######## block 1 ########
### Power grid, block 1

Pins as bars on the die edge. Tap cells in gray.
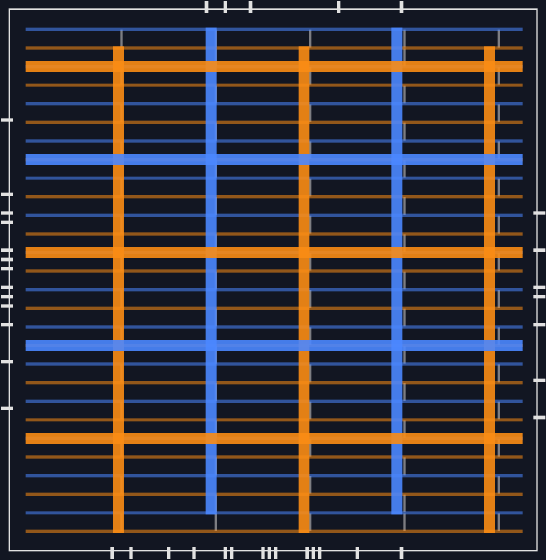

### config.mk
export PLATFORM = sky130hd
export DESIGN_NAME = hmove_entry
export DESIGN_NICKNAME = d
export VERILOG_FILES = /design/src/rtl/hmove_entry.sv
export SDC_FILE = /design/constraint.sdc
export NUM_CORES = 1
export LEC_CHECK = 0
export ABC_AREA = 1
export CAP_MARGIN = 40
export CORE_AREA = 2 2 75 77
export DETAILED_ROUTE_END_ITERATION = 10
export DIE_AREA = 0 0 77 79
export REMOVE_ABC_BUFFERS = 1
export SYNTH_ARGS = -nofsm -noshare
export SYNTH_HDL_FRONTEND = slang
export SYNTH_SLANG_ARGS = --single-unit
### constraint.sdc
create_clock -name clock -period 1.65 [get_ports clock]
set_input_delay 0.33 -clock clock [delete_from_list [all_inputs] [get_ports clock]]
set_output_delay 0.33 -clock clock [all_outputs]
set_load 0.02 [all_outputs]
### src/rtl/hmove_entry.sv
// hmove_entry: human-move entry stage feeding the tic-tac-toe FSM; tracks both boards and game end.
// Optional build macro DEBOUNCE_EN: submit must stay high DEBOUNCE_CYCLES cycles before it counts.
module hmove_entry #(
  parameter int DEBOUNCE_CYCLES = 16
) (
  input  logic       clock,
  input  logic       reset,
  input  logic [3:0] sw,
  input  logic       submit,
  input  logic [3:0] cMove,
  input  logic       cMove_valid,
  input  logic       win,
  output logic [3:0] hMove,
  output logic       hMove_valid,
  output logic       illegal,
  output logic       cpu_err,
  output logic [8:0] board_h,
  output logic [8:0] board_c,
  output logic       game_over
);

  typedef enum logic [1:0] {
    IDLE   = 2'd0,
    WAIT_C = 2'd1,
    DONE   = 2'd2
  } state_t;

  state_t     state, state_nx;
  logic       s1, s2, go;
  logic [3:0] count, count_nx;
  logic [8:0] board_h_nx, board_c_nx;
  logic [3:0] hmove_nx;
  logic       hv_nx, ill_nx, err_nx;

  // NOTE: sequential state uses non-blocking assignments so every flop samples pre-edge values.
  always_ff @(posedge clock) begin
    if (reset) begin
      s1 <= 1'b0;
      s2 <= 1'b0;
    end else begin
      s1 <= submit;
      s2 <= s1;
    end
  end

`ifdef DEBOUNCE_EN
  localparam int CW = $clog2(DEBOUNCE_CYCLES + 1);

  logic [CW-1:0] deb_cnt;
  logic          stable, stable_d;

  assign stable = (deb_cnt == CW'(DEBOUNCE_CYCLES));

  always_ff @(posedge clock) begin
    if (reset) begin
      deb_cnt  <= '0;
      stable_d <= 1'b0;
    end else begin
      if (!s2)          deb_cnt <= '0;
      else if (!stable) deb_cnt <= deb_cnt + CW'(1);
      stable_d <= stable;
    end
  end

  // The counter parks at its limit while held, so go is the rising edge of "stable".
  assign go = stable & ~stable_d;
`else
  logic s2_d;

  always_ff @(posedge clock) begin
    if (reset) s2_d <= 1'b0;
    else       s2_d <= s2;
  end

  assign go = s2 & ~s2_d;
`endif

  // One-hot square decode; 0 and 10..15 fall outside bits 9:1 and decode to nothing.
  logic [15:0] h_dec, c_dec;
  logic [8:0]  h_bit, c_bit, occupied;
  logic        h_ok, c_ok;

  assign h_dec    = 16'd1 << sw;
  assign c_dec    = 16'd1 << cMove;
  assign h_bit    = h_dec[9:1];
  assign c_bit    = c_dec[9:1];
  assign occupied = board_h | board_c;
  assign h_ok     = (|h_bit) && !(|(h_bit & occupied));
  assign c_ok     = (|c_bit) && !(|(c_bit & occupied));

  // NOTE: every combinational output gets a default first, so no path can infer a latch.
  always_comb begin
    state_nx   = state;
    count_nx   = count;
    board_h_nx = board_h;
    board_c_nx = board_c;
    hmove_nx   = hMove;
    hv_nx      = 1'b0;
    ill_nx     = 1'b0;
    err_nx     = 1'b0;

    case (state)
      IDLE: begin
        if (go) begin
          if (h_ok) begin
            hmove_nx   = sw;
            hv_nx      = 1'b1;
            board_h_nx = board_h | h_bit;
            if (count != 4'd9) count_nx = count + 4'd1;
            state_nx   = WAIT_C;
          end else begin
            ill_nx = 1'b1;
          end
        end
      end
      WAIT_C: begin
        if (cMove_valid) begin
          if (c_ok) begin
            board_c_nx = board_c | c_bit;
            if (count != 4'd9) count_nx = count + 4'd1;
          end else begin
            err_nx = 1'b1;
          end
          state_nx = IDLE;
        end
      end
      DONE:    state_nx = DONE;
      default: state_nx = IDLE;
    endcase

    // End of game overrides the normal transition, after this cycle's move is recorded.
    if (win || count_nx == 4'd9) state_nx = DONE;
  end

  always_ff @(posedge clock) begin
    if (reset) begin
      state       <= IDLE;
      count       <= 4'd0;
      board_h     <= 9'd0;
      board_c     <= 9'd0;
      hMove       <= 4'd0;
      hMove_valid <= 1'b0;
      illegal     <= 1'b0;
      cpu_err     <= 1'b0;
    end else begin
      state       <= state_nx;
      count       <= count_nx;
      board_h     <= board_h_nx;
      board_c     <= board_c_nx;
      hMove       <= hmove_nx;
      hMove_valid <= hv_nx;
      illegal     <= ill_nx;
      cpu_err     <= err_nx;
    end
  end

  assign game_over = (state == DONE);

endmodule

######## block 2 ########
`config.mk`:
```
export PLATFORM = sky130hd
export DESIGN_NAME = vga_text_renderer
export DESIGN_NICKNAME = d
export VERILOG_FILES = /design/src/rtl/vga_text_renderer.sv
export SDC_FILE = /design/constraint.sdc
export NUM_CORES = 1
export LEC_CHECK = 0
export CAP_MARGIN = 20
export CORE_MARGIN = 4
export CORE_UTILIZATION = 50
export CTS_CLUSTER_SIZE = 24
export DETAILED_ROUTE_END_ITERATION = 10
export GPL_ROUTABILITY_DRIVEN = 0
export PLACE_DENSITY = 0.76
export SYNTH_ARGS = -nofsm -noshare
export SYNTH_HDL_FRONTEND = slang
export SYNTH_SLANG_ARGS = --single-unit
```
`constraint.sdc`:
```
create_clock -name clk -period 2.9 [get_ports clk]
set_input_delay 0.58 -clock clk [delete_from_list [all_inputs] [get_ports clk]]
set_output_delay 0.58 -clock clk [all_outputs]
set_load 0.05 [all_outputs]
```
`src/rtl/vga_text_renderer.sv`:
```
// vga_text_renderer: scans a 64x48 grid of 10x10-pixel character cells and
// produces 640x480@60 Hz VGA timing. Character/colour bytes come from the
// MMIO text buffer (indexed by vga_addr), glyph rows from an external
// synchronous font ROM. Everything past the clock divider moves one step per
// pixel tick, with a two-tick pipeline from counter to RGB/sync outputs.
module vga_text_renderer #(
  parameter int CLK_DIV = 4,
  parameter int H_VIS   = 640,
  parameter int H_FP    = 16,
  parameter int H_SYNC  = 96,
  parameter int H_BP    = 48,
  parameter int V_VIS   = 480,
  parameter int V_FP    = 10,
  parameter int V_SYNC  = 2,
  parameter int V_BP    = 33
) (
  input  logic        clk,
  input  logic        reset,
  output logic [11:0] vga_addr,
  input  logic [7:0]  char_in,
  input  logic [7:0]  color_in,
  output logic [10:0] font_addr,
  input  logic [7:0]  font_data,
  output logic        hsync,
  output logic        vsync,
  output logic [3:0]  red,
  output logic [3:0]  green,
  output logic [3:0]  blue
);

  localparam int H_TOT = H_VIS + H_FP + H_SYNC + H_BP;
  localparam int V_TOT = V_VIS + V_FP + V_SYNC + V_BP;
  localparam logic [9:0] H_LAST     = 10'(H_TOT - 1);
  localparam logic [9:0] H_VIS_W    = 10'(H_VIS);
  localparam logic [9:0] H_VIS_LAST = 10'(H_VIS - 1);
  localparam logic [9:0] HS_FIRST   = 10'(H_VIS + H_FP);
  localparam logic [9:0] HS_LAST    = 10'(H_VIS + H_FP + H_SYNC - 1);
  localparam logic [9:0] V_LAST     = 10'(V_TOT - 1);
  localparam logic [9:0] V_VIS_W    = 10'(V_VIS);
  localparam logic [9:0] V_VIS_LAST = 10'(V_VIS - 1);
  localparam logic [9:0] VS_FIRST   = 10'(V_VIS + V_FP);
  localparam logic [9:0] VS_LAST    = 10'(V_VIS + V_FP + V_SYNC - 1);
  localparam int DW = $clog2(CLK_DIV);
  localparam logic [DW-1:0] DIV_LAST = DW'(CLK_DIV - 1);

  logic [DW-1:0] div_r;
  logic          tick_s;

  // stage 0: raster position and cell sub-counters
  logic [9:0] hcnt_r, vcnt_r, hcnt_s, vcnt_s;
  logic [3:0] hcell_r, vcell_r, hcell_s, vcell_s;
  logic [5:0] col_r, row_r, col_s, row_s;

  // stage 1: captured cell context
  logic [7:0] color1_r;
  logic [3:0] hcell1_r, vcell1_r;
  logic       active1_r, hs1_r, vs1_r;
  logic [2:0] glyph_row_s;

  // stage 2: pixel decision
  logic [2:0] bit_idx_s;
  logic       pix_on_s;

  assign tick_s = (div_r == DIV_LAST);

  // pixel tick divider: free-running 0..CLK_DIV-1
  always_ff @(posedge clk) begin
    if (reset) begin
      div_r <= '0;
    end else if (tick_s) begin
      div_r <= '0;
    end else begin
      div_r <= div_r + {{(DW-1){1'b0}}, 1'b1};
    end
  end

  // next raster position; cell counters stay at 0 outside the visible area
  always_comb begin
    hcnt_s  = hcnt_r;
    vcnt_s  = vcnt_r;
    hcell_s = hcell_r;
    col_s   = col_r;
    vcell_s = vcell_r;
    row_s   = row_r;
    if (hcnt_r == H_LAST) begin
      hcnt_s  = 10'd0;
      hcell_s = 4'd0;
      col_s   = 6'd0;
      if (vcnt_r == V_LAST) begin
        vcnt_s  = 10'd0;
        vcell_s = 4'd0;
        row_s   = 6'd0;
      end else begin
        vcnt_s = vcnt_r + 10'd1;
        if (vcnt_r < V_VIS_LAST) begin
          if (vcell_r == 4'd9) begin
            vcell_s = 4'd0;
            row_s   = row_r + 6'd1;
          end else begin
            vcell_s = vcell_r + 4'd1;
          end
        end else begin
          vcell_s = 4'd0;
          row_s   = 6'd0;
        end
      end
    end else begin
      hcnt_s = hcnt_r + 10'd1;
      if (hcnt_r < H_VIS_LAST) begin
        if (hcell_r == 4'd9) begin
          hcell_s = 4'd0;
          col_s   = col_r + 6'd1;
        end else begin
          hcell_s = hcell_r + 4'd1;
        end
      end else begin
        hcell_s = 4'd0;
        col_s   = 6'd0;
      end
    end
  end

  // stage 0 registers: counters and the MMIO cell address move together
  always_ff @(posedge clk) begin
    if (reset) begin
      hcnt_r   <= 10'd0;
      vcnt_r   <= 10'd0;
      hcell_r  <= 4'd0;
      vcell_r  <= 4'd0;
      col_r    <= 6'd0;
      row_r    <= 6'd0;
      vga_addr <= 12'd0;
    end else if (tick_s) begin
      hcnt_r   <= hcnt_s;
      vcnt_r   <= vcnt_s;
      hcell_r  <= hcell_s;
      vcell_r  <= vcell_s;
      col_r    <= col_s;
      row_r    <= row_s;
      vga_addr <= {row_s, col_s};
    end else begin
      vga_addr <= vga_addr;
    end
  end

  // glyph row inside the cell; margin lines fetch row 0 and are masked later
  always_comb begin
    glyph_row_s = 3'd0;
    if ((vcell_r >= 4'd1) && (vcell_r <= 4'd8)) begin
      glyph_row_s = 3'(vcell_r - 4'd1);
    end else begin
      glyph_row_s = 3'd0;
    end
  end

  // stage 1: latch cell context and issue the font ROM read
  always_ff @(posedge clk) begin
    if (reset) begin
      color1_r  <= 8'd0;
      hcell1_r  <= 4'd0;
      vcell1_r  <= 4'd0;
      active1_r <= 1'b0;
      hs1_r     <= 1'b0;
      vs1_r     <= 1'b0;
      font_addr <= 11'd0;
    end else if (tick_s) begin
      color1_r  <= color_in;
      hcell1_r  <= hcell_r;
      vcell1_r  <= vcell_r;
      active1_r <= (hcnt_r < H_VIS_W) && (vcnt_r < V_VIS_W);
      hs1_r     <= (hcnt_r >= HS_FIRST) && (hcnt_r <= HS_LAST);
      vs1_r     <= (vcnt_r >= VS_FIRST) && (vcnt_r <= VS_LAST);
      font_addr <= {char_in, glyph_row_s};
    end else begin
      font_addr <= font_addr;
    end
  end

  // bit 7 of a glyph row is the leftmost pixel (hcell 1)
  assign bit_idx_s = 3'(4'd8 - hcell1_r);

  // foreground pixel only inside the 8x8 glyph of a visible cell
  always_comb begin
    pix_on_s = 1'b0;
    if (active1_r && (hcell1_r >= 4'd1) && (hcell1_r <= 4'd8) &&
        (vcell1_r >= 4'd1) && (vcell1_r <= 4'd8)) begin
      pix_on_s = font_data[bit_idx_s];
    end else begin
      pix_on_s = 1'b0;
    end
  end

  // stage 2: colour expansion and sync outputs, aligned with the pixel
  always_ff @(posedge clk) begin
    if (reset) begin
      red   <= 4'd0;
      green <= 4'd0;
      blue  <= 4'd0;
      hsync <= 1'b1;
      vsync <= 1'b1;
    end else if (tick_s) begin
      red   <= pix_on_s ? {color1_r[7:5], color1_r[7]} : 4'd0;
      green <= pix_on_s ? {color1_r[4:2], color1_r[4]} : 4'd0;
      blue  <= pix_on_s ? {color1_r[1:0], color1_r[1:0]} : 4'd0;
      hsync <= ~hs1_r;
      vsync <= ~vs1_r;
    end else begin
      hsync <= hsync;
      vsync <= vsync;
    end
  end

endmodule

```
### Cells colored by class, block 1

The bar under the picture is 20 µm long. Fill, decap, tap and diode cells in gray.
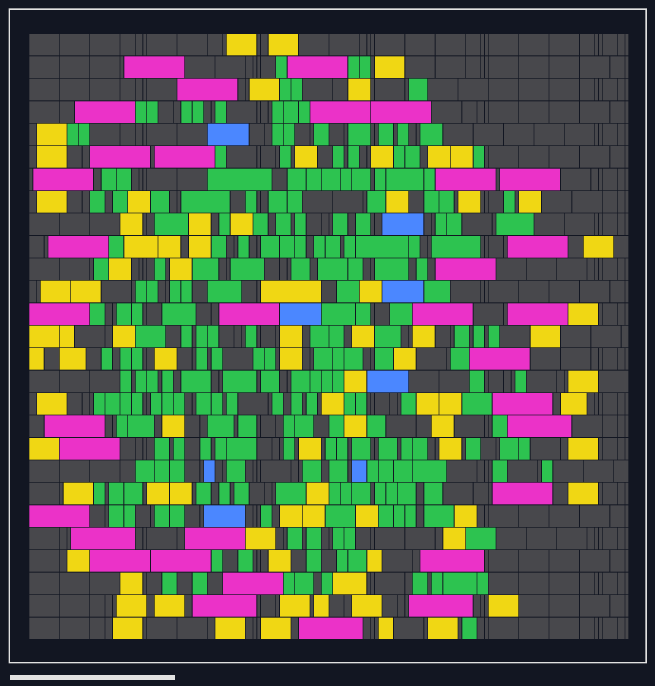
| color | class | cells | share of their area |
|---|---|---|---|
| yellow | remaining buffers and delay cells | 83 | 26% |
| magenta | registers | 34 | 25% |
| green | remaining logic cells | 230 | 46% |
| blue | clock drivers and dummy loads | 8 | 3.3% |

### Clock wires, drivers and flops, block 1

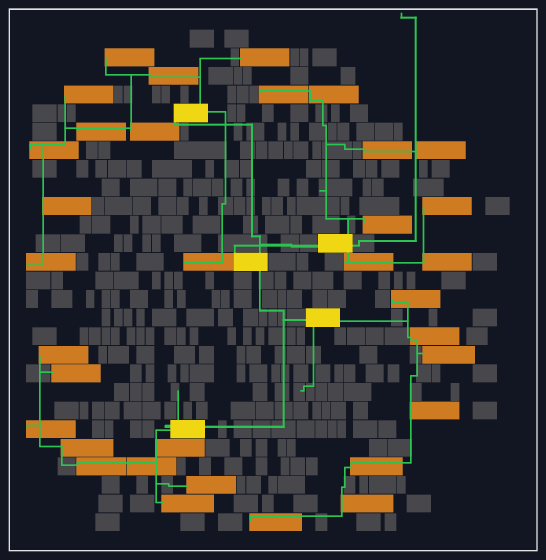
[yellow] clock-net drivers | count: 5
[orange] flip-flops | count: 34
[green] clock wires | length: 502 µm
flops lie: all over the die

About 'Power grid' of block 1:
| color | net |
|---|---|
| blue | VDD |
| orange | VSS |
tap cells: 72
met1 rails: 28
met4 straps: 5
met5 straps: 5

==> impl_table.tex, block 1 <==
% Synthesis and place-and-route results
\begin{tabular}{lr}
\hline
Metric & Value \\
\hline
\multicolumn{2}{l}{\textbf{Clock tree}} \\
Insertion delay to the later sink of the worst-skew pair & 290 ps \\
Number of clock sinks & 34 \\
\multicolumn{2}{l}{\textbf{Worst setup path}} \\
Critical Path End Type & register \\
Crit path from & board\_c[1] \\
Cell class contributing the biggest share of worst-path delay & simple AND/OR/NAND/NOR gates \\
Critical Path Source Type & register \\
Endpoint of the most critical register-to-register path & state[1] \\
Worst stage delay on the critical path & 320 ps \\
\multicolumn{2}{l}{\textbf{Layout}} \\
Flop Count & 34 \\
Growth of design area from synthesis to finish & 56.5\% \\
\multicolumn{2}{l}{\textbf{Flow run}} \\
Tool warning count & 28 \\
\multicolumn{2}{l}{\textbf{Drt}} \\
Wirelength, routed & 5020 µm \\
Routed length on met1 & 2420 µm \\
Per-cell routed wire length & 11.7 µm \\
\multicolumn{2}{l}{\textbf{Synthesis}} \\
Mapped Cells & 266 \\
Seq share, synth & 0.376 \\
Most numerous cell in the Yosys netlist & nand2\_1 \\
\multicolumn{2}{l}{\textbf{Placed design}} \\
Number of placed cells counting well taps & 413 \\
\multicolumn{2}{l}{\textbf{Status}} \\
Outcome & finished, violations left \\
Violations in the final reports & negative setup slack \\
\multicolumn{2}{l}{\textbf{GRT}} \\
Overall track demand over capacity in global routing & 0.168 \\
Most used routing layer & met2 \\
\multicolumn{2}{l}{\textbf{Final timing}} \\
Final number of setup-violating endpoints & 5 \\
Worst setup slack after layout & -54.6 ps \\
\multicolumn{2}{l}{\textbf{Worst hold path}} \\
Worst hold path type & register to register \\
\multicolumn{2}{l}{\textbf{Floorplanning}} \\
Area enclosed by the die boundary & 6080 µm² \\
Floorplan Core Area & 5340 µm² \\
\hline
\end{tabular}
-- block 1: power groups by stage --
stage / Clock, µW / Sequential, µW / Combinational (µW)
floorplan: 0 / 872 / 128
global placement: 0 / 866 / 288
finish: 643 / 847 / 312
detailed placement: 0 / 866 / 289
global route: 689 / 850 / 343
CTS: 664 / 847 / 300
-- block 1: logic make-up (layout without fill, tap and decap cells) --
kind of cell    count (synthesis)  count (layout)  share of synthesized area
buf+inv                        52             141                      0.108
simple gates                  142             142                      0.391
fa+ha+maj                       2               2                     0.0138
flops                          34              34                      0.376
compound gates                 34              34                      0.101
xor+xnor                        2               2                    0.00969
### Placed standard cells, block 2

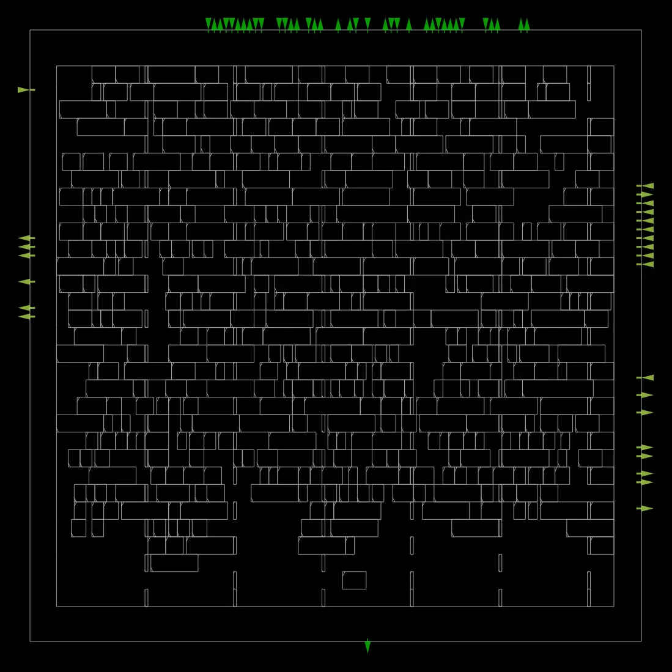
fin util: 0.640
sequential portion of the cell area: 0.350
Floorplan Core Area: 7330 µm²

==> impl_table.tex, block 2 <==
% Synthesis and place-and-route results
\begin{tabular}{lr}
\hline
Metric & Value \\
\hline
\multicolumn{2}{l}{\textbf{Status}} \\
Outcome & complete, no violations \\
\multicolumn{2}{l}{\textbf{Pwr}} \\
Leak & 0.00159 µW \\
Power of the combinational group & 179 µW \\
\multicolumn{2}{l}{\textbf{Layout}} \\
Number of multi-input combinational cells in the layout & 290 \\
Multi-input gate share of total cell area & 0.422 \\
Clock-cell share & 0.0486 \\
\multicolumn{2}{l}{\textbf{Flow run}} \\
Number of max-cap violations & 0 \\
Tool warning count & 34 \\
\multicolumn{2}{l}{\textbf{Floorplanning}} \\
Core utilization before placement & 0.521 \\
Area enclosed by the die boundary & 9090 µm² \\
Chip Width & 95.4 µm \\
\multicolumn{2}{l}{\textbf{Clock tree}} \\
Hold bufs inserted after CTS & 0 \\
Number of setup buffers added after CTS & 0 \\
Post-CTS Resized & 0 \\
Number of clock sinks & 82 \\
\multicolumn{2}{l}{\textbf{Drt}} \\
Wirelength, routed & 8720 µm \\
Routed wl met3 & 424 µm \\
DRC Markers & 0 \\
Initial DRC Count & 184 \\
Routed length on met1 & 4000 µm \\
\multicolumn{2}{l}{\textbf{Worst setup path}} \\
Worst setup path class & register to output pin \\
Largest driver fanout on the critical path & 8 \\
Critical Path AT & 1690 ps \\
\multicolumn{2}{l}{\textbf{Synthesis}} \\
Total of flip-flops plus latches after synthesis & 82 \\
Count of yosys warnings during synthesis & 0 \\
AND-OR/OR-AND Cells, Area Fraction & 0.146 \\
Async set-reset flop share out of synthesis & 0 \\
\multicolumn{2}{l}{\textbf{Worst hold path}} \\
Critical hold path startpoint & div\_r[0] \\
Worst hold path type & register to register \\
\multicolumn{2}{l}{\textbf{Placed design}} \\
Placed inst area & 4460 µm² \\
Estimated wirelength of the detail-placed design & 6150 µm \\
Number of placed cells counting well taps & 554 \\
Number of port buffers & 62 \\
\multicolumn{2}{l}{\textbf{GRT}} \\
Overall track demand over capacity in global routing & 0.199 \\
\multicolumn{2}{l}{\textbf{Final timing}} \\
Max Clk Rate & 441 MHz \\
Ratio of final minimum period to clock period & 0.781 \\
Total Neg Setup Slack & 0 ps \\
Worst-Margin Slew & 857 ps \\
\hline
\end{tabular}
block 2: registers in the layout, indices dropped and copies added (netlist names), 3 cells and up:
signal and count:
hcell1_r 4, hcnt_r 10, green 3, red 3
vcnt_r 10, vga_addr 12, vcell1_r 4, vcell_r 4
color1_r 8, font_addr 11, hcell_r 4
block 2: stage by stage:
stage,utilization,power (µW)
global placement,0.609,1360
CTS,0.640,2290
detailed placement,0.609,1370
global route,0.640,2360
finish,0.640,2270
floorplan,-,1290

######## block 3 ########
### Cells colored by class, block 3

The bar under the picture is 50 µm long. Fill, decap, tap and diode cells in gray.
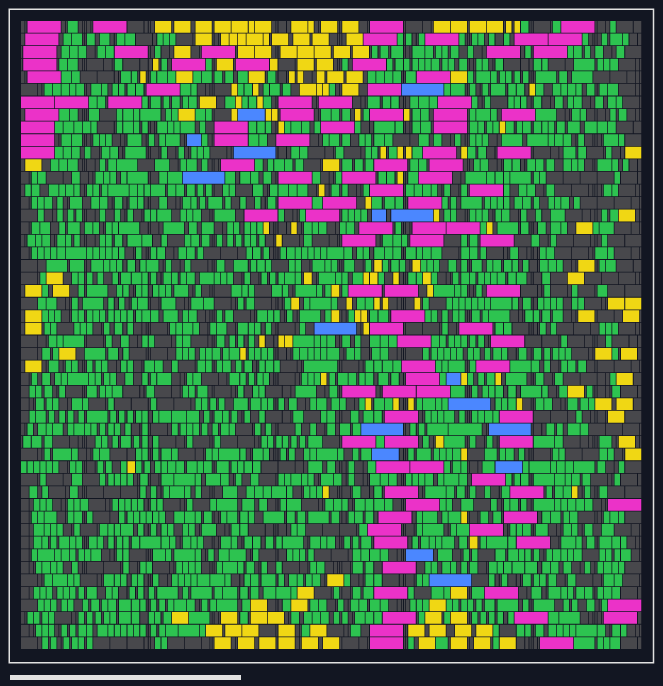

### src/rtl/alu_seq_mul.sv
// Execute-stage ALU: and/or/add/sub resolve combinationally in the same cycle.
// MUL runs as an iterative shift-add over WIDTH/STEP cycles, and stall_o holds
// the front of the pipeline until the product is presented in the DONE cycle.
module alu_seq_mul #(
    parameter int WIDTH = 32,
    parameter int STEP  = 1
) (
    input  logic             clk_i,
    input  logic             rst_i,
    input  logic             valid_i,
    input  logic             flush_i,
    input  logic [2:0]       ALUCtrl_i,
    input  logic [WIDTH-1:0] data1_i,
    input  logic [WIDTH-1:0] data2_i,
    output logic [WIDTH-1:0] data_o,
    output logic             zero_o,
    output logic             stall_o
);

    localparam int N     = WIDTH / STEP;
    localparam int CNT_W = $clog2(N) + 1;
    localparam logic [CNT_W-1:0] LAST_STEP = CNT_W'(N - 1);

    localparam logic [2:0] OP_AND = 3'b001;
    localparam logic [2:0] OP_OR  = 3'b010;
    localparam logic [2:0] OP_ADD = 3'b011;
    localparam logic [2:0] OP_SUB = 3'b100;
    localparam logic [2:0] OP_MUL = 3'b101;

    typedef enum logic [1:0] {IDLE, BUSY, DONE} state_t;

    state_t           state_reg, state_next;
    logic [WIDTH-1:0] acc_reg, acc_next;
    logic [WIDTH-1:0] mcand_reg, mcand_next;
    logic [WIDTH-1:0] mplier_reg, mplier_next;
    logic [CNT_W-1:0] cnt_reg, cnt_next;

    logic [WIDTH-1:0] pp [STEP];
    logic [WIDTH-1:0] step_sum;
    logic [WIDTH-1:0] alu_res;
    logic             start;

    // One partial product per retired multiplier bit: the multiplicand shifted
    // into place when that bit is set, zero otherwise.
    genvar gi;
    generate
        for (gi = 0; gi < STEP; gi++) begin : g_pp
            assign pp[gi] = mplier_reg[gi] ? (mcand_reg << gi) : '0;
        end
    endgenerate

    // Sum of this cycle's partial products, i.e. mcand * mplier[STEP-1:0].
    always_comb begin
        step_sum = '0;
        for (int i = 0; i < STEP; i++) begin
            step_sum = step_sum + pp[i];
        end
    end

    // Single-cycle result; undefined codes (and MUL itself) produce zero.
    always_comb begin
        alu_res = '0;
        case (ALUCtrl_i)
            OP_AND:  alu_res = data1_i & data2_i;
            OP_OR:   alu_res = data1_i | data2_i;
            OP_ADD:  alu_res = data1_i + data2_i;
            OP_SUB:  alu_res = data1_i - data2_i;
            default: alu_res = '0;
        endcase
    end

    // A squashed instruction must never launch a multiply.
    assign start = (state_reg == IDLE) && valid_i && (ALUCtrl_i == OP_MUL) && !flush_i;

    // Next-state, datapath updates and outputs for the multiply sequencer.
    always_comb begin
        state_next  = state_reg;
        acc_next    = acc_reg;
        mcand_next  = mcand_reg;
        mplier_next = mplier_reg;
        cnt_next    = cnt_reg;
        data_o      = '0;
        stall_o     = 1'b0;
        case (state_reg)
            IDLE: begin
                data_o = alu_res;
                if (start) begin
                    stall_o     = 1'b1;
                    acc_next    = '0;
                    mcand_next  = data1_i;
                    mplier_next = data2_i;
                    cnt_next    = '0;
                    state_next  = BUSY;
                end
            end
            BUSY: begin
                stall_o = 1'b1;
                if (flush_i) begin
                    acc_next   = '0;
                    state_next = IDLE;
                end else begin
                    acc_next    = acc_reg + step_sum;
                    mcand_next  = mcand_reg << STEP;
                    mplier_next = mplier_reg >> STEP;
                    cnt_next    = cnt_reg + CNT_W'(1);
                    if (cnt_reg == LAST_STEP) begin
                        state_next = DONE;
                    end
                end
            end
            DONE: begin
                // The pipeline advances this cycle, so always fall back to IDLE.
                data_o     = acc_reg;
                state_next = IDLE;
                if (flush_i) begin
                    acc_next = '0;
                end
            end
            default: begin
                state_next = IDLE;
            end
        endcase
    end

    assign zero_o = (data_o == '0);

    // State and datapath registers with synchronous reset.
    always_ff @(posedge clk_i) begin
        if (rst_i) begin
            state_reg  <= IDLE;
            acc_reg    <= '0;
            mcand_reg  <= '0;
            mplier_reg <= '0;
            cnt_reg    <= '0;
        end else begin
            state_reg  <= state_next;
            acc_reg    <= acc_next;
            mcand_reg  <= mcand_next;
            mplier_reg <= mplier_next;
            cnt_reg    <= cnt_next;
        end
    end

endmodule

### config.mk
export PLATFORM = sky130hd
export DESIGN_NAME = alu_seq_mul
export DESIGN_NICKNAME = d
export VERILOG_FILES = /design/src/rtl/alu_seq_mul.sv
export SDC_FILE = /design/constraint.sdc
export NUM_CORES = 1
export LEC_CHECK = 0
export ABC_AREA = 1
export CAP_MARGIN = 0
export CORE_AREA = 2 2 137 139
export CTS_CLUSTER_DIAMETER = 60
export DETAILED_ROUTE_END_ITERATION = 12
export DIE_AREA = 0 0 139 141
export GPL_TIMING_DRIVEN = 0
export PLACE_DENSITY = 0.85
export RECOVER_POWER = 100
export SYNTH_ARGS = -nofsm -noshare
export SYNTH_HDL_FRONTEND = slang
export SYNTH_SLANG_ARGS = --single-unit
### constraint.sdc
create_clock -name clk_i -period 20.7 [get_ports clk_i]
set_input_delay 6.21 -clock clk_i [delete_from_list [all_inputs] [get_ports clk_i]]
set_output_delay 6.21 -clock clk_i [all_outputs]
set_load 0.05 [all_outputs]
######## block 4 ########
## config.mk

```make
export PLATFORM = sky130hd
export DESIGN_NAME = rotary_decoder_mc
export DESIGN_NICKNAME = d
export VERILOG_FILES = /design/src/rtl/rotary_pkg.sv /design/src/rtl/enc_debounce.sv /design/src/rtl/rotary_decoder_mc.sv
export SDC_FILE = /design/constraint.sdc
export NUM_CORES = 1
export LEC_CHECK = 0
export CAP_MARGIN = 10
export CORE_ASPECT_RATIO = 0.5
export CORE_MARGIN = 1
export CORE_UTILIZATION = 60
export DETAILED_ROUTE_END_ITERATION = 6
export PLACE_DENSITY = 0.91
export SLEW_MARGIN = 20
export SYNTH_ARGS = -nofsm -noshare
export SYNTH_HDL_FRONTEND = slang
export SYNTH_SLANG_ARGS = --single-unit
```

## constraint.sdc

```tcl
create_clock -name clk -period 9.8 [get_ports clk]
set_clock_uncertainty 0.15 [all_clocks]
set_input_delay 2.45 -clock clk [delete_from_list [all_inputs] [get_ports clk]]
set_output_delay 2.45 -clock clk [all_outputs]
set_load 0.02 [all_outputs]
```

## src/rtl/rotary_pkg.sv

```systemverilog
`default_nettype none
// ============================================================================
//  Module      : rotary_pkg
//  Description : Shared constants and the quadrature transition decoder
//                used by the multi-channel rotary encoder decoder.
//                Quadrature states are written as {A,B}. The forward
//                ("up") sequence is 00 -> 10 -> 11 -> 01 -> 00.
//  Revision    : 1.0 - initial release
// ============================================================================
package rotary_pkg;

    // Decode resolution selected by the mode input. 2'b11 decodes as x4.
    localparam logic [1:0] MODE_X1 = 2'b00;
    localparam logic [1:0] MODE_X2 = 2'b01;
    localparam logic [1:0] MODE_X4 = 2'b10;

    // Quadrature states, {A,B}
    localparam logic [1:0] QS_00 = 2'b00;
    localparam logic [1:0] QS_10 = 2'b10;
    localparam logic [1:0] QS_11 = 2'b11;
    localparam logic [1:0] QS_01 = 2'b01;

    typedef enum logic [1:0] {
        QD_NONE    = 2'd0,
        QD_UP      = 2'd1,
        QD_DOWN    = 2'd2,
        QD_ILLEGAL = 2'd3
    } qdec_e;

    // Classify one filtered transition. Both phases moving at once cannot
    // be attributed to a direction and is reported as illegal.
    function automatic qdec_e quad_decode(input logic [1:0] prev, input logic [1:0] curr);
        qdec_e r;
        r = QD_NONE;
        if (prev != curr) begin
            if ((prev ^ curr) == 2'b11) begin
                r = QD_ILLEGAL;
            end else begin
                case ({prev, curr})
                    {QS_00, QS_10},
                    {QS_10, QS_11},
                    {QS_11, QS_01},
                    {QS_01, QS_00}: r = QD_UP;
                    default:        r = QD_DOWN;
                endcase
            end
        end
        return r;
    endfunction

endpackage
`default_nettype wire

```

## src/rtl/enc_debounce.sv

```systemverilog
`default_nettype none
// ============================================================================
//  Module      : enc_debounce
//  Description : One-bit 2-FF synchroniser followed by a stability filter.
//                The filtered output takes the synchronised value only after
//                it has differed from the current filtered value for DB_CYC
//                consecutive clocks; any return to the filtered value
//                restarts the window. While load_i is high the filter is
//                loaded directly with the synchronised value.
//  Ports       : clk, rstn  - clock, async active-low reset
//                load_i     - arm phase: load filter without filtering
//                din_i      - asynchronous pin
//                sync_o     - synchronised (unfiltered) value
//                filt_o     - debounced value
//  Revision    : 1.0 - initial release
// ============================================================================
module enc_debounce #(
    parameter int DB_CYC = 4
) (
    input  logic clk,
    input  logic rstn,
    input  logic load_i,
    input  logic din_i,
    output logic sync_o,
    output logic filt_o
);

    localparam int            CW   = (DB_CYC > 1) ? $clog2(DB_CYC) : 1;
    localparam logic [CW-1:0] LAST = CW'(DB_CYC - 1);

    logic          meta_q;
    logic          sync_q;
    logic          filt_q;
    logic          filt_d;
    logic [CW-1:0] cnt_q;
    logic [CW-1:0] cnt_d;

    always_comb begin
        filt_d = filt_q;
        cnt_d  = '0;
        if (load_i) begin
            filt_d = sync_q;
        end else if (sync_q != filt_q) begin
            // The DB_CYC-th consecutive differing sample commits the value.
            if (cnt_q == LAST) begin
                filt_d = sync_q;
            end else begin
                cnt_d = cnt_q + CW'(1);
            end
        end
    end

    always_ff @(posedge clk or negedge rstn) begin
        if (!rstn) begin
            meta_q <= 1'b0;
            sync_q <= 1'b0;
            filt_q <= 1'b0;
            cnt_q  <= '0;
        end else begin
            meta_q <= din_i;
            sync_q <= meta_q;
            filt_q <= filt_d;
            cnt_q  <= cnt_d;
        end
    end

    assign sync_o = sync_q;
    assign filt_o = filt_q;

endmodule
`default_nettype wire

```

## src/rtl/rotary_decoder_mc.sv

```systemverilog
`default_nettype none
// ============================================================================
//  Module      : rotary_decoder_mc
//  Description : N_CH independent quadrature encoder decoders with
//                pushbutton press counters. Every pin is synchronised and
//                debounced; the decoder compares the previous and current
//                filtered {A,B} to count position in x1/x2/x4 resolution,
//                with wrap or saturate behaviour and a sticky error flag on
//                illegal (double) transitions.
//  Ports       : clk, rstn          - clock, async active-low reset
//                A, B, PB [N_CH]    - encoder phases / pushbuttons (async)
//                mode[1:0], sat     - resolution, saturate enable
//                clr                - sync clear of cnt, pb_cnt, err
//                cnt [N_CH*CNT_W]   - positions, ch i at [i*CNT_W +: CNT_W]
//                pb_cnt [N_CH*PB_W] - press counts, same packing
//                step, dir          - step pulse and last direction (1 = up)
//                pb_press, err      - press pulse, sticky illegal flag
//  Revision    : 1.0 - initial release
// ============================================================================
module rotary_decoder_mc #(
    parameter int N_CH   = 2,
    parameter int CNT_W  = 8,
    parameter int PB_W   = 12,
    parameter int DB_CYC = 4
) (
    input  logic                    clk,
    input  logic                    rstn,
    input  logic [N_CH-1:0]         A,
    input  logic [N_CH-1:0]         B,
    input  logic [N_CH-1:0]         PB,
    input  logic [1:0]              mode,
    input  logic                    sat,
    input  logic                    clr,
    output logic [N_CH*CNT_W-1:0]   cnt,
    output logic [N_CH*PB_W-1:0]    pb_cnt,
    output logic [N_CH-1:0]         step,
    output logic [N_CH-1:0]         dir,
    output logic [N_CH-1:0]         pb_press,
    output logic [N_CH-1:0]         err
);

    import rotary_pkg::*;

    // Arm phase after reset: filters and previous-state registers follow
    // the pins directly so that static pin levels never look like events.
    localparam int            ARM_LEN = DB_CYC + 2;
    localparam int            AW      = $clog2(ARM_LEN + 1);
    localparam logic [AW-1:0] ARM_END = AW'(ARM_LEN);

    logic [AW-1:0] arm_q;
    logic          arming;

    assign arming = (arm_q != ARM_END);

    always_ff @(posedge clk or negedge rstn) begin
        if (!rstn) begin
            arm_q <= '0;
        end else if (arming) begin
            arm_q <= arm_q + AW'(1);
        end
    end

    for (genvar i = 0; i < N_CH; i++) begin : g_ch
        logic             a_s, b_s, pb_s;
        logic             a_f, b_f, pb_f;
        logic [1:0]       ab_prev_q;
        logic             pb_prev_q;
        logic [CNT_W-1:0] cnt_q, cnt_d;
        logic [PB_W-1:0]  pbc_q, pbc_d;
        logic             step_q, step_d;
        logic             dir_q, dir_d;
        logic             press_q, press_d;
        logic             err_q, err_d;
        qdec_e            dec;
        logic             qual;

        enc_debounce #(.DB_CYC(DB_CYC)) u_db_a (
            .clk(clk), .rstn(rstn), .load_i(arming), .din_i(A[i]),
            .sync_o(a_s), .filt_o(a_f)
        );
        enc_debounce #(.DB_CYC(DB_CYC)) u_db_b (
            .clk(clk), .rstn(rstn), .load_i(arming), .din_i(B[i]),
            .sync_o(b_s), .filt_o(b_f)
        );
        enc_debounce #(.DB_CYC(DB_CYC)) u_db_pb (
            .clk(clk), .rstn(rstn), .load_i(arming), .din_i(PB[i]),
            .sync_o(pb_s), .filt_o(pb_f)
        );

        always_comb begin
            dec = quad_decode(ab_prev_q, {a_f, b_f});
            // Resolution qualifier: x1 counts only A rising, x2 any A edge.
            case (mode)
                MODE_X1: qual = ~ab_prev_q[1] & a_f;
                MODE_X2: qual = ab_prev_q[1] ^ a_f;
                default: qual = 1'b1;
            endcase

            cnt_d   = cnt_q;
            pbc_d   = pbc_q;
            step_d  = 1'b0;
            dir_d   = dir_q;
            press_d = 1'b0;
            err_d   = err_q;

            if (!arming) begin
                if (dec == QD_ILLEGAL) begin
                    err_d = 1'b1;
                end else if ((dec == QD_UP || dec == QD_DOWN) && qual) begin
                    step_d = 1'b1;
                    dir_d  = (dec == QD_UP);
                    // Wrap falls out of modular arithmetic; saturate holds.
                    if (dec == QD_UP) begin
                        if (!(sat && cnt_q == '1)) cnt_d = cnt_q + CNT_W'(1);
                    end else begin
                        if (!(sat && cnt_q == '0)) cnt_d = cnt_q - CNT_W'(1);
                    end
                end
                if (pb_f && !pb_prev_q) begin
                    press_d = 1'b1;
                    pbc_d   = pbc_q + PB_W'(1);
                end
            end

            // Clear wins over the counters only; pulses and dir still update.
            if (clr) begin
                cnt_d = '0;
                pbc_d = '0;
                err_d = 1'b0;
            end
        end

        always_ff @(posedge clk or negedge rstn) begin
            if (!rstn) begin
                ab_prev_q <= 2'b00;
                pb_prev_q <= 1'b0;
                cnt_q     <= '0;
                pbc_q     <= '0;
                step_q    <= 1'b0;
                dir_q     <= 1'b0;
                press_q   <= 1'b0;
                err_q     <= 1'b0;
            end else begin
                // During arm the previous state tracks the synchroniser so it
                // matches the filter value loaded on the same edge.
                if (arming) begin
                    ab_prev_q <= {a_s, b_s};
                    pb_prev_q <= pb_s;
                end else begin
                    ab_prev_q <= {a_f, b_f};
                    pb_prev_q <= pb_f;
                end
                cnt_q   <= cnt_d;
                pbc_q   <= pbc_d;
                step_q  <= step_d;
                dir_q   <= dir_d;
                press_q <= press_d;
                err_q   <= err_d;
            end
        end

        assign cnt[i*CNT_W +: CNT_W]  = cnt_q;
        assign pb_cnt[i*PB_W +: PB_W] = pbc_q;
        assign step[i]                = step_q;
        assign dir[i]                 = dir_q;
        assign pb_press[i]            = press_q;
        assign err[i]                 = err_q;
    end

endmodule
`default_nettype wire

```

### Cells colored by class, block 4

The bar under the picture is 50 µm long. Fill, decap, tap and diode cells in gray.
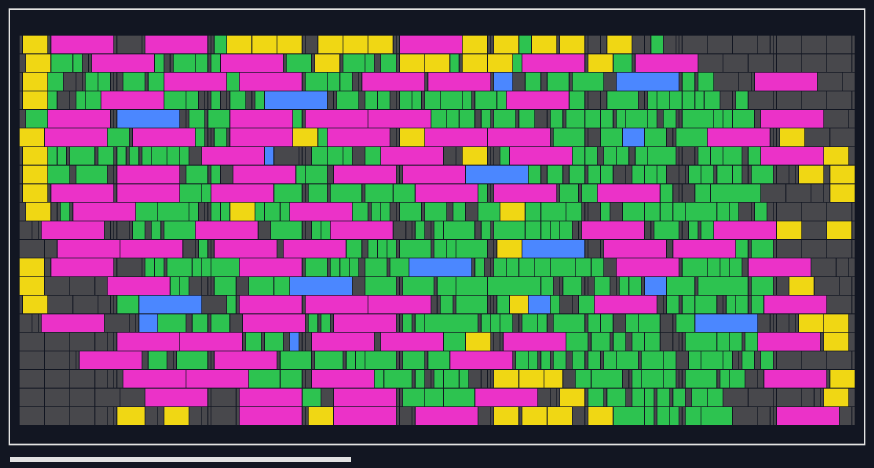
| color | class | cells | share of their area |
|---|---|---|---|
| yellow | remaining buffers and delay cells | 61 | 11% |
| green | remaining logic cells | 345 | 43% |
| magenta | registers | 87 | 41% |
| blue | clock drivers and dummy loads | 16 | 5.2% |

==> impl_table.tex, block 4 <==
% Synthesis and place-and-route results
\begin{tabular}{lr}
\hline
Metric & Value \\
\hline
\multicolumn{2}{l}{\textbf{Pwr}} \\
Flop pwr share & 0.291 \\
Portion of total power attributed to combinational logic & 0.532 \\
\multicolumn{2}{l}{\textbf{Drt}} \\
Wirelength, routed & 9220 µm \\
Per-cell routed wire length & 15.3 µm \\
Initial DRC Count & 301 \\
\multicolumn{2}{l}{\textbf{Final timing}} \\
Max Clk Rate & 211 MHz \\
\multicolumn{2}{l}{\textbf{Synthesis}} \\
Multiplexer area fraction after synthesis & 0.0330 \\
Count of yosys warnings during synthesis & 0 \\
Total of flip-flops plus latches after synthesis & 87 \\
Mapped Cells & 452 \\
\multicolumn{2}{l}{\textbf{Worst hold path}} \\
Critical hold path startpoint & g\_ch[0].u\_db\_pb.meta\_q \\
\multicolumn{2}{l}{\textbf{Layout}} \\
Multi-input gate share of total cell area & 0.402 \\
Layout Cells excl Fill & 601 \\
Count of clock buffers in the final design & 11 \\
\multicolumn{2}{l}{\textbf{Worst setup path}} \\
Launch point of the worst reg-to-reg path & g\_ch[0].u\_db\_a.filt\_o \\
Worst setup slack for register-to-register paths & 6130 ps \\
Worst path buffer plus inverter count & 2 \\
\multicolumn{2}{l}{\textbf{Status}} \\
Outcome & complete, no violations \\
\multicolumn{2}{l}{\textbf{Clock tree}} \\
Hold bufs inserted after CTS & 0 \\
\multicolumn{2}{l}{\textbf{Placed design}} \\
Number of port buffers & 59 \\
\hline
\end{tabular}
block 4: flip-flops by register name (all words and copies together), names as in the netlist, 3 cells and up:
signal	count
g_ch.pbc_q	24
g_ch.cnt_q	16
g_ch.u_db_b.cnt_q	4
arm_q	3
g_ch.u_db_pb.cnt_q	4
g_ch.ab_prev_q	4
g_ch.u_db_a.cnt_q	4
block 4: power groups by stage:
stage                     clock, µW  sequential (µW)  combinational, µW
after floorplan                   0              529                706
final                           318              521                953
after detailed placement          0              524                929
after global routing            340              531               1070
after CTS                       324              520                949
after global placement            0              519                900
### Placed standard cells, block 3

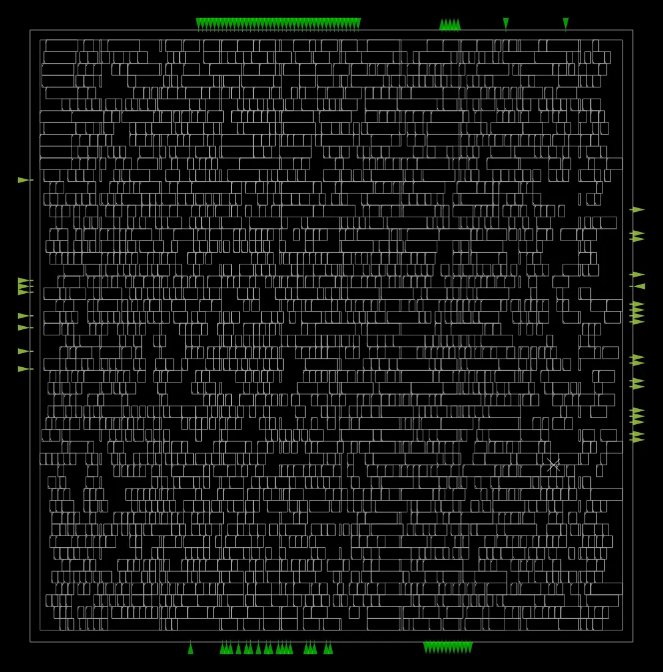
Fill cells: 1765
Layout Cells excl Fill: 2223
fin util: 0.674

## Picture notes: 'Cells colored by class' of block 3
| color | class | cells | share of their area |
|---|---|---|---|
| blue | clock drivers and dummy loads | 16 | 2.6% |
| yellow | remaining buffers and delay cells | 173 | 11% |
| green | remaining logic cells | 1696 | 69% |
| magenta | registers | 104 | 17% |

==> impl_table.tex, block 3 <==
% Synthesis and place-and-route results
\begin{tabular}{lr}
\hline
Metric & Value \\
\hline
\multicolumn{2}{l}{\textbf{Clock tree}} \\
CTS root buffer & clkbuf\_16 \\
\multicolumn{2}{l}{\textbf{Drt}} \\
Routed wl met3 & 3780 µm \\
DRC Markers & 1 \\
Met2 routed wirelength & 19100 µm \\
\multicolumn{2}{l}{\textbf{Worst setup path}} \\
Worst stage delay on the critical path & 890 ps \\
Cells along the critical path & dlygate4sd3\_1 > inv\_1 > nand3\_2 > clkbuf\_1 > clkbuf\_1 > o21ai\_0 > fa\_1 > inv\_1 > nand3\_1 > nand3\_1 > nand2\_1 > nand3\_2 > nand3\_1 > nand2\_1 > nand2\_1 > nand3\_1 > nand2\_1 > a21oi\_1 > nand2\_1 > nor2\_1 > nand3\_1 > nor2\_1 > dlygate4sd3\_1 \\
\multicolumn{2}{l}{\textbf{Pwr}} \\
Leak & 0.00630 µW \\
\multicolumn{2}{l}{\textbf{Synthesis}} \\
Cell area after synthesis & 10800 µm² \\
Area fraction of the dominant cell type after synthesis & 0.194 \\
AND-OR/OR-AND Cells, Area Fraction & 0.205 \\
\multicolumn{2}{l}{\textbf{Status}} \\
Violations in the final reports & design-rule violations \\
Outcome & finished, violations left \\
\multicolumn{2}{l}{\textbf{Floorplanning}} \\
Standard-cell rows & 50 \\
\multicolumn{2}{l}{\textbf{GRT}} \\
Global route total overflow & 0 \\
Vias in the first global route & 12300 \\
\multicolumn{2}{l}{\textbf{Placed design}} \\
Post-place setup slack & 2850 ps \\
\multicolumn{2}{l}{\textbf{Layout}} \\
Fraction of final layout cells with drive strength greater than 1 & 0.0427 \\
\multicolumn{2}{l}{\textbf{Final timing}} \\
Final Max Slew Viols & 0 \\
\hline
\end{tabular}
## block 3: power breakdown
part	switching [µW]	internal [µW]	leakage, µW
logic	158	71.5	0.00531
clock network	93.6	87.9	0.000152
registers	2.70	204	0.000841
## block 3: final cells by class
class | instances | area, µm² | share of cell area
Buffer | 76 | 307 | 0.0249
Clock buffer | 9 | 225 | 0.0183
Clock inverter | 7 | 91.3 | 0.00742
Inverter | 259 | 972 | 0.0789
Multi-Input combinational cell | 1437 | 7370 | 0.599
Sequential cell | 104 | 2080 | 0.169
Tap cell | 234 | 293 | 0.0238
Timing Repair Buffer | 97 | 971 | 0.0788

######## block 5 ########
**config.mk**
```make
export PLATFORM = sky130hd
export DESIGN_NAME = led_chaser_tick
export DESIGN_NICKNAME = d
export VERILOG_FILES = /design/src/rtl/gcore_led_pkg.sv /design/src/rtl/tick_sync.sv /design/src/rtl/led_chaser_tick.sv
export SDC_FILE = /design/constraint.sdc
export NUM_CORES = 1
export LEC_CHECK = 0
export ABC_AREA = 0
export CAP_MARGIN = 5
export CORE_UTILIZATION = 32
export CTS_CLUSTER_DIAMETER = 80
export CTS_CLUSTER_SIZE = 40
export DETAILED_ROUTE_END_ITERATION = 16
export GPL_TIMING_DRIVEN = 0
export HOLD_SLACK_MARGIN = 0.12
export PLACE_DENSITY = 0.53
export SYNTH_ARGS = -nofsm -noshare
export SYNTH_HDL_FRONTEND = slang
export SYNTH_HIERARCHICAL = 1
export SYNTH_SLANG_ARGS = --single-unit
```
**constraint.sdc**
```tcl
create_clock -name clk_in -period 4.25 [get_ports clk_in]
set_clock_uncertainty 0.2 [all_clocks]
set_input_delay 1.0625 -clock clk_in [delete_from_list [all_inputs] [get_ports clk_in]]
set_output_delay 1.0625 -clock clk_in [all_outputs]
set_load 0.02 [all_outputs]
```
**src/rtl/gcore_led_pkg.sv**
```systemverilog
// Shared definitions for the LED chaser family: pattern state encodings
// and mode select codes. Optional feature macro: BOUNCE_MODE_EN.
package gcore_led_pkg;

  // 3-bit state encodings
  localparam logic [2:0] ST_LEFT      = 3'd0;
  localparam logic [2:0] ST_RIGHT     = 3'd1;
  localparam logic [2:0] ST_BOUNCE_UP = 3'd2;
  localparam logic [2:0] ST_BOUNCE_DN = 3'd3;
  localparam logic [2:0] ST_HOLD      = 3'd4;

  typedef enum logic [2:0] {
    S_LEFT      = ST_LEFT,
    S_RIGHT     = ST_RIGHT,
`ifdef BOUNCE_MODE_EN
    S_BOUNCE_UP = ST_BOUNCE_UP,
    S_BOUNCE_DN = ST_BOUNCE_DN,
`endif
    S_HOLD      = ST_HOLD
  } state_e;

  // Pattern select codes on the mode input
  localparam logic [1:0] MODE_LEFT   = 2'b00;
  localparam logic [1:0] MODE_RIGHT  = 2'b01;
  localparam logic [1:0] MODE_BOUNCE = 2'b10;
  localparam logic [1:0] MODE_HOLD   = 2'b11;

endpackage

```
**src/rtl/tick_sync.sv**
```systemverilog
// Three-flop synchroniser for an asynchronous slow clock plus a registered
// single-cycle rising-edge tick. After reset the tick is only armed once the
// synchronised input has been observed low, so releasing reset while the
// slow clock is already high does not create a spurious tick.
module tick_sync (
  input  logic clk_in,
  input  logic rst,
  input  logic slow_clk,
  output logic tick
);

  logic s1_q, s2_q, s3_q;
  logic v1_q, v2_q;     // marks s2_q as holding real sampled data
  logic armed_q;
  logic tick_q;

  // Synchroniser chain, fill tracking, arming and tick register
  always_ff @(posedge clk_in or negedge rst) begin
    if (!rst) begin
      s1_q    <= 1'b0;
      s2_q    <= 1'b0;
      s3_q    <= 1'b0;
      v1_q    <= 1'b0;
      v2_q    <= 1'b0;
      armed_q <= 1'b0;
      tick_q  <= 1'b0;
    end else begin
      s1_q    <= slow_clk;
      s2_q    <= s1_q;
      s3_q    <= s2_q;
      v1_q    <= 1'b1;
      v2_q    <= v1_q;
      armed_q <= armed_q | (v2_q & ~s2_q);
      tick_q  <= s2_q & ~s3_q & armed_q;
    end
  end

  assign tick = tick_q;

endmodule

```
**src/rtl/led_chaser_tick.sv**
```systemverilog
// One-hot LED chaser advanced by synchronised ticks of a slow clock.
// Modes: left, right, bounce, hold. Optional feature macro: BOUNCE_MODE_EN
// (when undefined, the bounce mode code behaves as hold).
module led_chaser_tick
  import gcore_led_pkg::*;
#(
  parameter int LEDS  = 8,
  parameter int POS_W = 5
) (
  input  logic            clk_in,
  input  logic            rst,
  input  logic            slow_clk,
  input  logic [1:0]      mode,
  input  logic            run,
  output logic [LEDS-1:0] led,
  output logic            tick,
  output logic            wrap
);

  localparam logic [POS_W-1:0] POS_LAST = POS_W'(LEDS - 1);
  localparam logic [POS_W-1:0] POS_ONE  = POS_W'(1);
  localparam logic [LEDS-1:0]  LED_ONE  = {{(LEDS-1){1'b0}}, 1'b1};

  state_e           state_q, state_d;
  logic [POS_W-1:0] pos_q, pos_d;
  logic [LEDS-1:0]  led_q, led_d;
  logic             wrap_q, wrap_d;
  logic             tick_s;

  tick_sync u_tick_sync (
    .clk_in   (clk_in),
    .rst      (rst),
    .slow_clk (slow_clk),
    .tick     (tick_s)
  );

  // Next pattern state, position and wrap pulse on a qualifying tick
  always_comb begin
    state_d = state_q;
    pos_d   = pos_q;
    wrap_d  = 1'b0;
    if (tick_s && run) begin
      case (mode)
        MODE_LEFT: begin
          state_d = S_LEFT;
          if (pos_q == POS_LAST) begin
            pos_d  = '0;
            wrap_d = 1'b1;
          end else begin
            pos_d = pos_q + POS_ONE;
          end
        end
        MODE_RIGHT: begin
          state_d = S_RIGHT;
          if (pos_q == '0) begin
            pos_d  = POS_LAST;
            wrap_d = 1'b1;
          end else begin
            pos_d = pos_q - POS_ONE;
          end
        end
`ifdef BOUNCE_MODE_EN
        MODE_BOUNCE: begin
          if (state_q == S_BOUNCE_DN) begin
            if (pos_q == '0) begin
              state_d = S_BOUNCE_UP;
              pos_d   = POS_ONE;
              wrap_d  = 1'b1;
            end else begin
              state_d = S_BOUNCE_DN;
              pos_d   = pos_q - POS_ONE;
            end
          end else begin
            // Both S_BOUNCE_UP and entry from a non-bounce state climb
            if (pos_q == POS_LAST) begin
              state_d = S_BOUNCE_DN;
              pos_d   = pos_q - POS_ONE;
              wrap_d  = 1'b1;
            end else begin
              state_d = S_BOUNCE_UP;
              pos_d   = pos_q + POS_ONE;
            end
          end
        end
`endif
        MODE_HOLD: begin
          state_d = S_HOLD;
        end
        default: begin
          // Bounce code with the bounce feature compiled out
          state_d = S_HOLD;
        end
      endcase
    end else begin
      state_d = state_q;
    end
    led_d = LED_ONE << pos_d;
  end

  // Pattern state, position, LED and wrap registers
  always_ff @(posedge clk_in or negedge rst) begin
    if (!rst) begin
      state_q <= S_LEFT;
      pos_q   <= '0;
      led_q   <= LED_ONE;
      wrap_q  <= 1'b0;
    end else begin
      state_q <= state_d;
      pos_q   <= pos_d;
      led_q   <= led_d;
      wrap_q  <= wrap_d;
    end
  end

  assign led  = led_q;
  assign wrap = wrap_q;
  assign tick = tick_s;

endmodule

```
### Cells colored by class, block 5

The bar under the picture is 20 µm long. Fill, decap, tap and diode cells in gray.
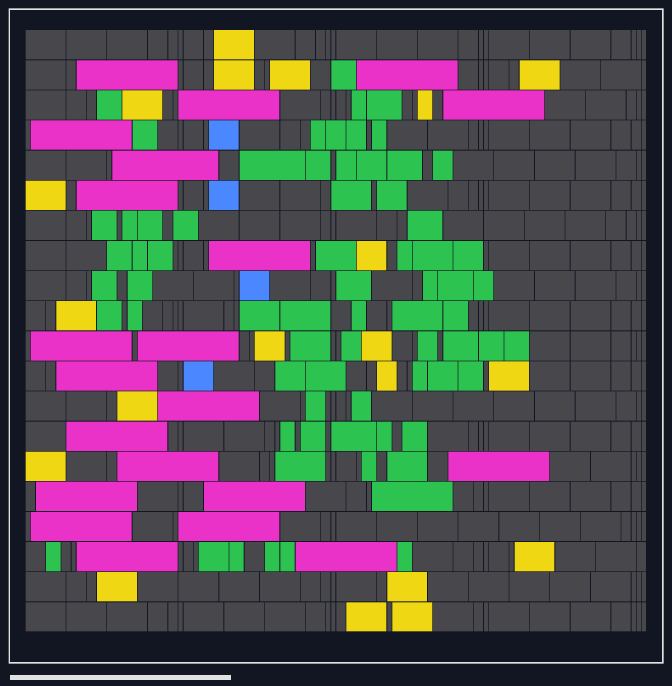
| color | class | cells | share of their area |
|---|---|---|---|
| magenta | registers | 21 | 43% |
| blue | clock drivers and dummy loads | 4 | 2.5% |
| yellow | remaining buffers and delay cells | 20 | 15% |
| green | remaining logic cells | 70 | 39% |

### Placed standard cells, block 5

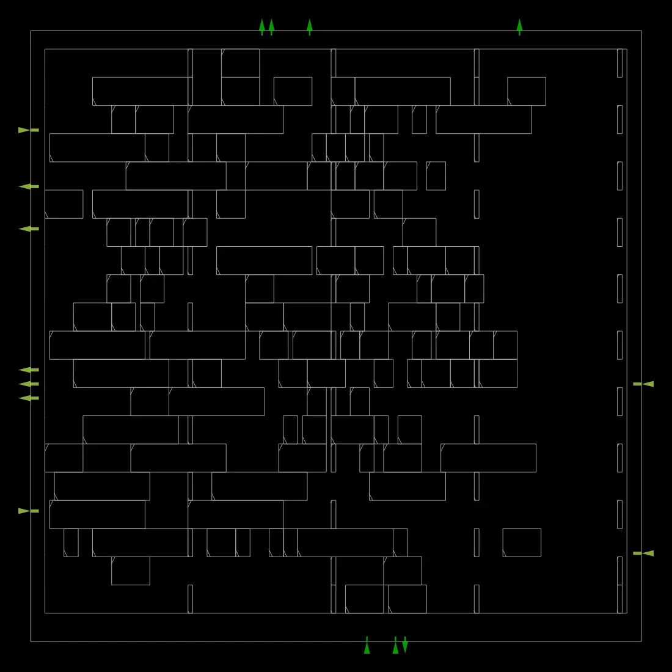
standard-cell rows: 20
Layout Cells excl Fill: 159
sequential portion of the cell area: 0.414

==> impl_table.tex <==
% Synthesis and place-and-route results
\begin{tabular}{lr}
\hline
Metric & Value \\
\hline
\multicolumn{2}{l}{\textbf{Status}} \\
Outcome & complete, no violations \\
\multicolumn{2}{l}{\textbf{Clock tree}} \\
Maximum level of the CTS H-tree & 1 \\
Largest buffer count on any clock path & 2 \\
\multicolumn{2}{l}{\textbf{Layout}} \\
\# nets final & 124 \\
Number of multi-input combinational cells in the layout & 66 \\
Design area & 1270 µm² \\
Fraction of final layout cells with drive strength greater than 1 & 0.130 \\
\multicolumn{2}{l}{\textbf{Drt}} \\
Per-cell routed wire length & 12.9 µm \\
Routed wl met3 & 89 µm \\
\multicolumn{2}{l}{\textbf{Synthesis}} \\
Dominant non-sequential cell family after synthesis & simple AND/OR/NAND/NOR gates \\
Mean instance size in the synthesized netlist & 10.8 µm² \\
Async set-reset flop share out of synthesis & 1.00 \\
\multicolumn{2}{l}{\textbf{Pwr}} \\
Worst IR Drop VDD & 0.253 mV \\
Leak & 0.000517 µW \\
\multicolumn{2}{l}{\textbf{Worst setup path}} \\
Launch point of the worst reg-to-reg path & pos\_q[1] \\
End point of the critical path & led[4] \\
Endpoint of the most critical register-to-register path & led[7] \\
Crit path from & run \\
\multicolumn{2}{l}{\textbf{Floorplanning}} \\
Top-Level Pins & 16 \\
\multicolumn{2}{l}{\textbf{GRT}} \\
Pin count of the biggest net entering global routing & 22 \\
Global-route wire length before repair & 3270 µm \\
\multicolumn{2}{l}{\textbf{Flow run}} \\
Number of max-cap violations & 0 \\
\multicolumn{2}{l}{\textbf{Final timing}} \\
Ratio of final minimum period to clock period & 0.682 \\
Min cycle time layout & 2900 ps \\
\hline
\end{tabular}
-- power breakdown --
group | internal, µW | switching, µW | total (µW)
Sequential | 217 | 17.0 | 234
Clock | 35.8 | 60.4 | 96.2
Combinational | 76.2 | 105 | 182
-- flip-flops by register name, indices dropped and copies added (netlist names) --
register             flops
u_tick_sync/s1_q         1
u_tick_sync/v2_q         1
led                      8
wrap                     1
u_tick_sync/s3_q         1
u_tick_sync/v1_q         1
u_tick_sync/s2_q         1
u_tick_sync/tick         1
u_tick_sync/armed_q      1
pos_q                    5


==> screenshots <==
Power grid.
Pins as bars on the die edge. Tap cells in gray.
panel A
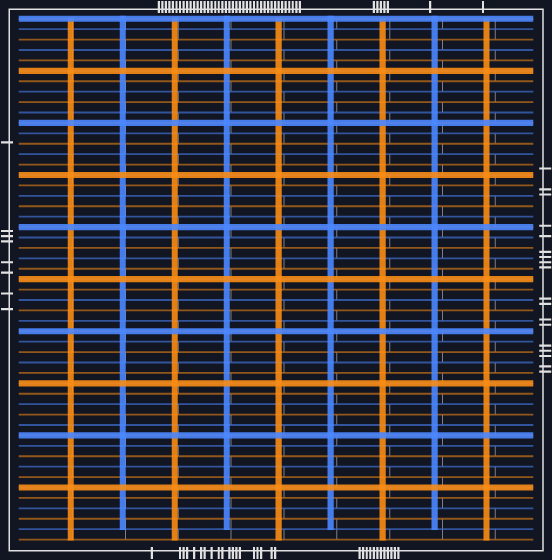
panel B
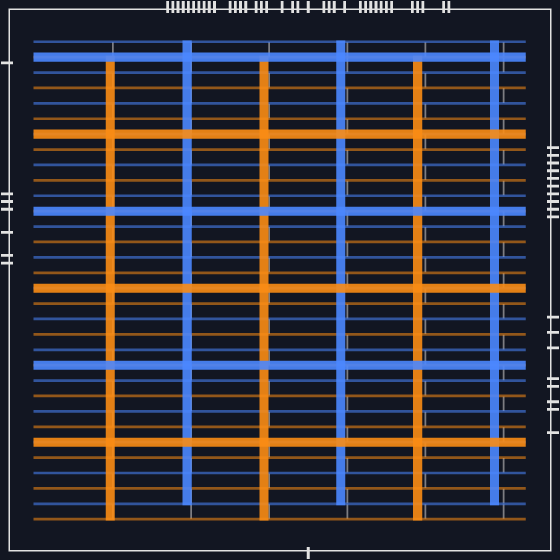
panel C
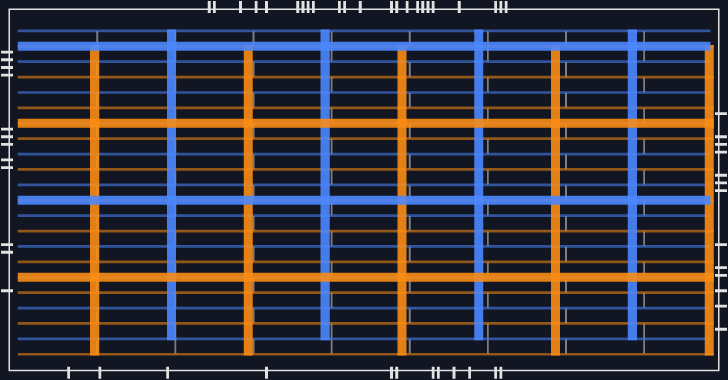
panel D
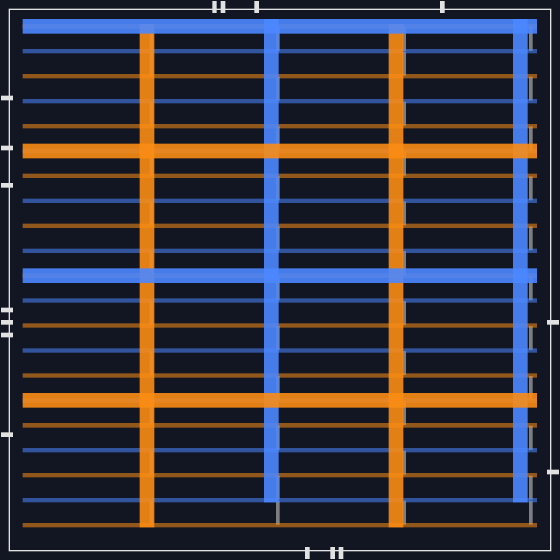
Panel A is block 3.
Panel D is block 5.
Panel C is block 4.
Panel B is block 2.

Power and IR drop assume default switching activity.
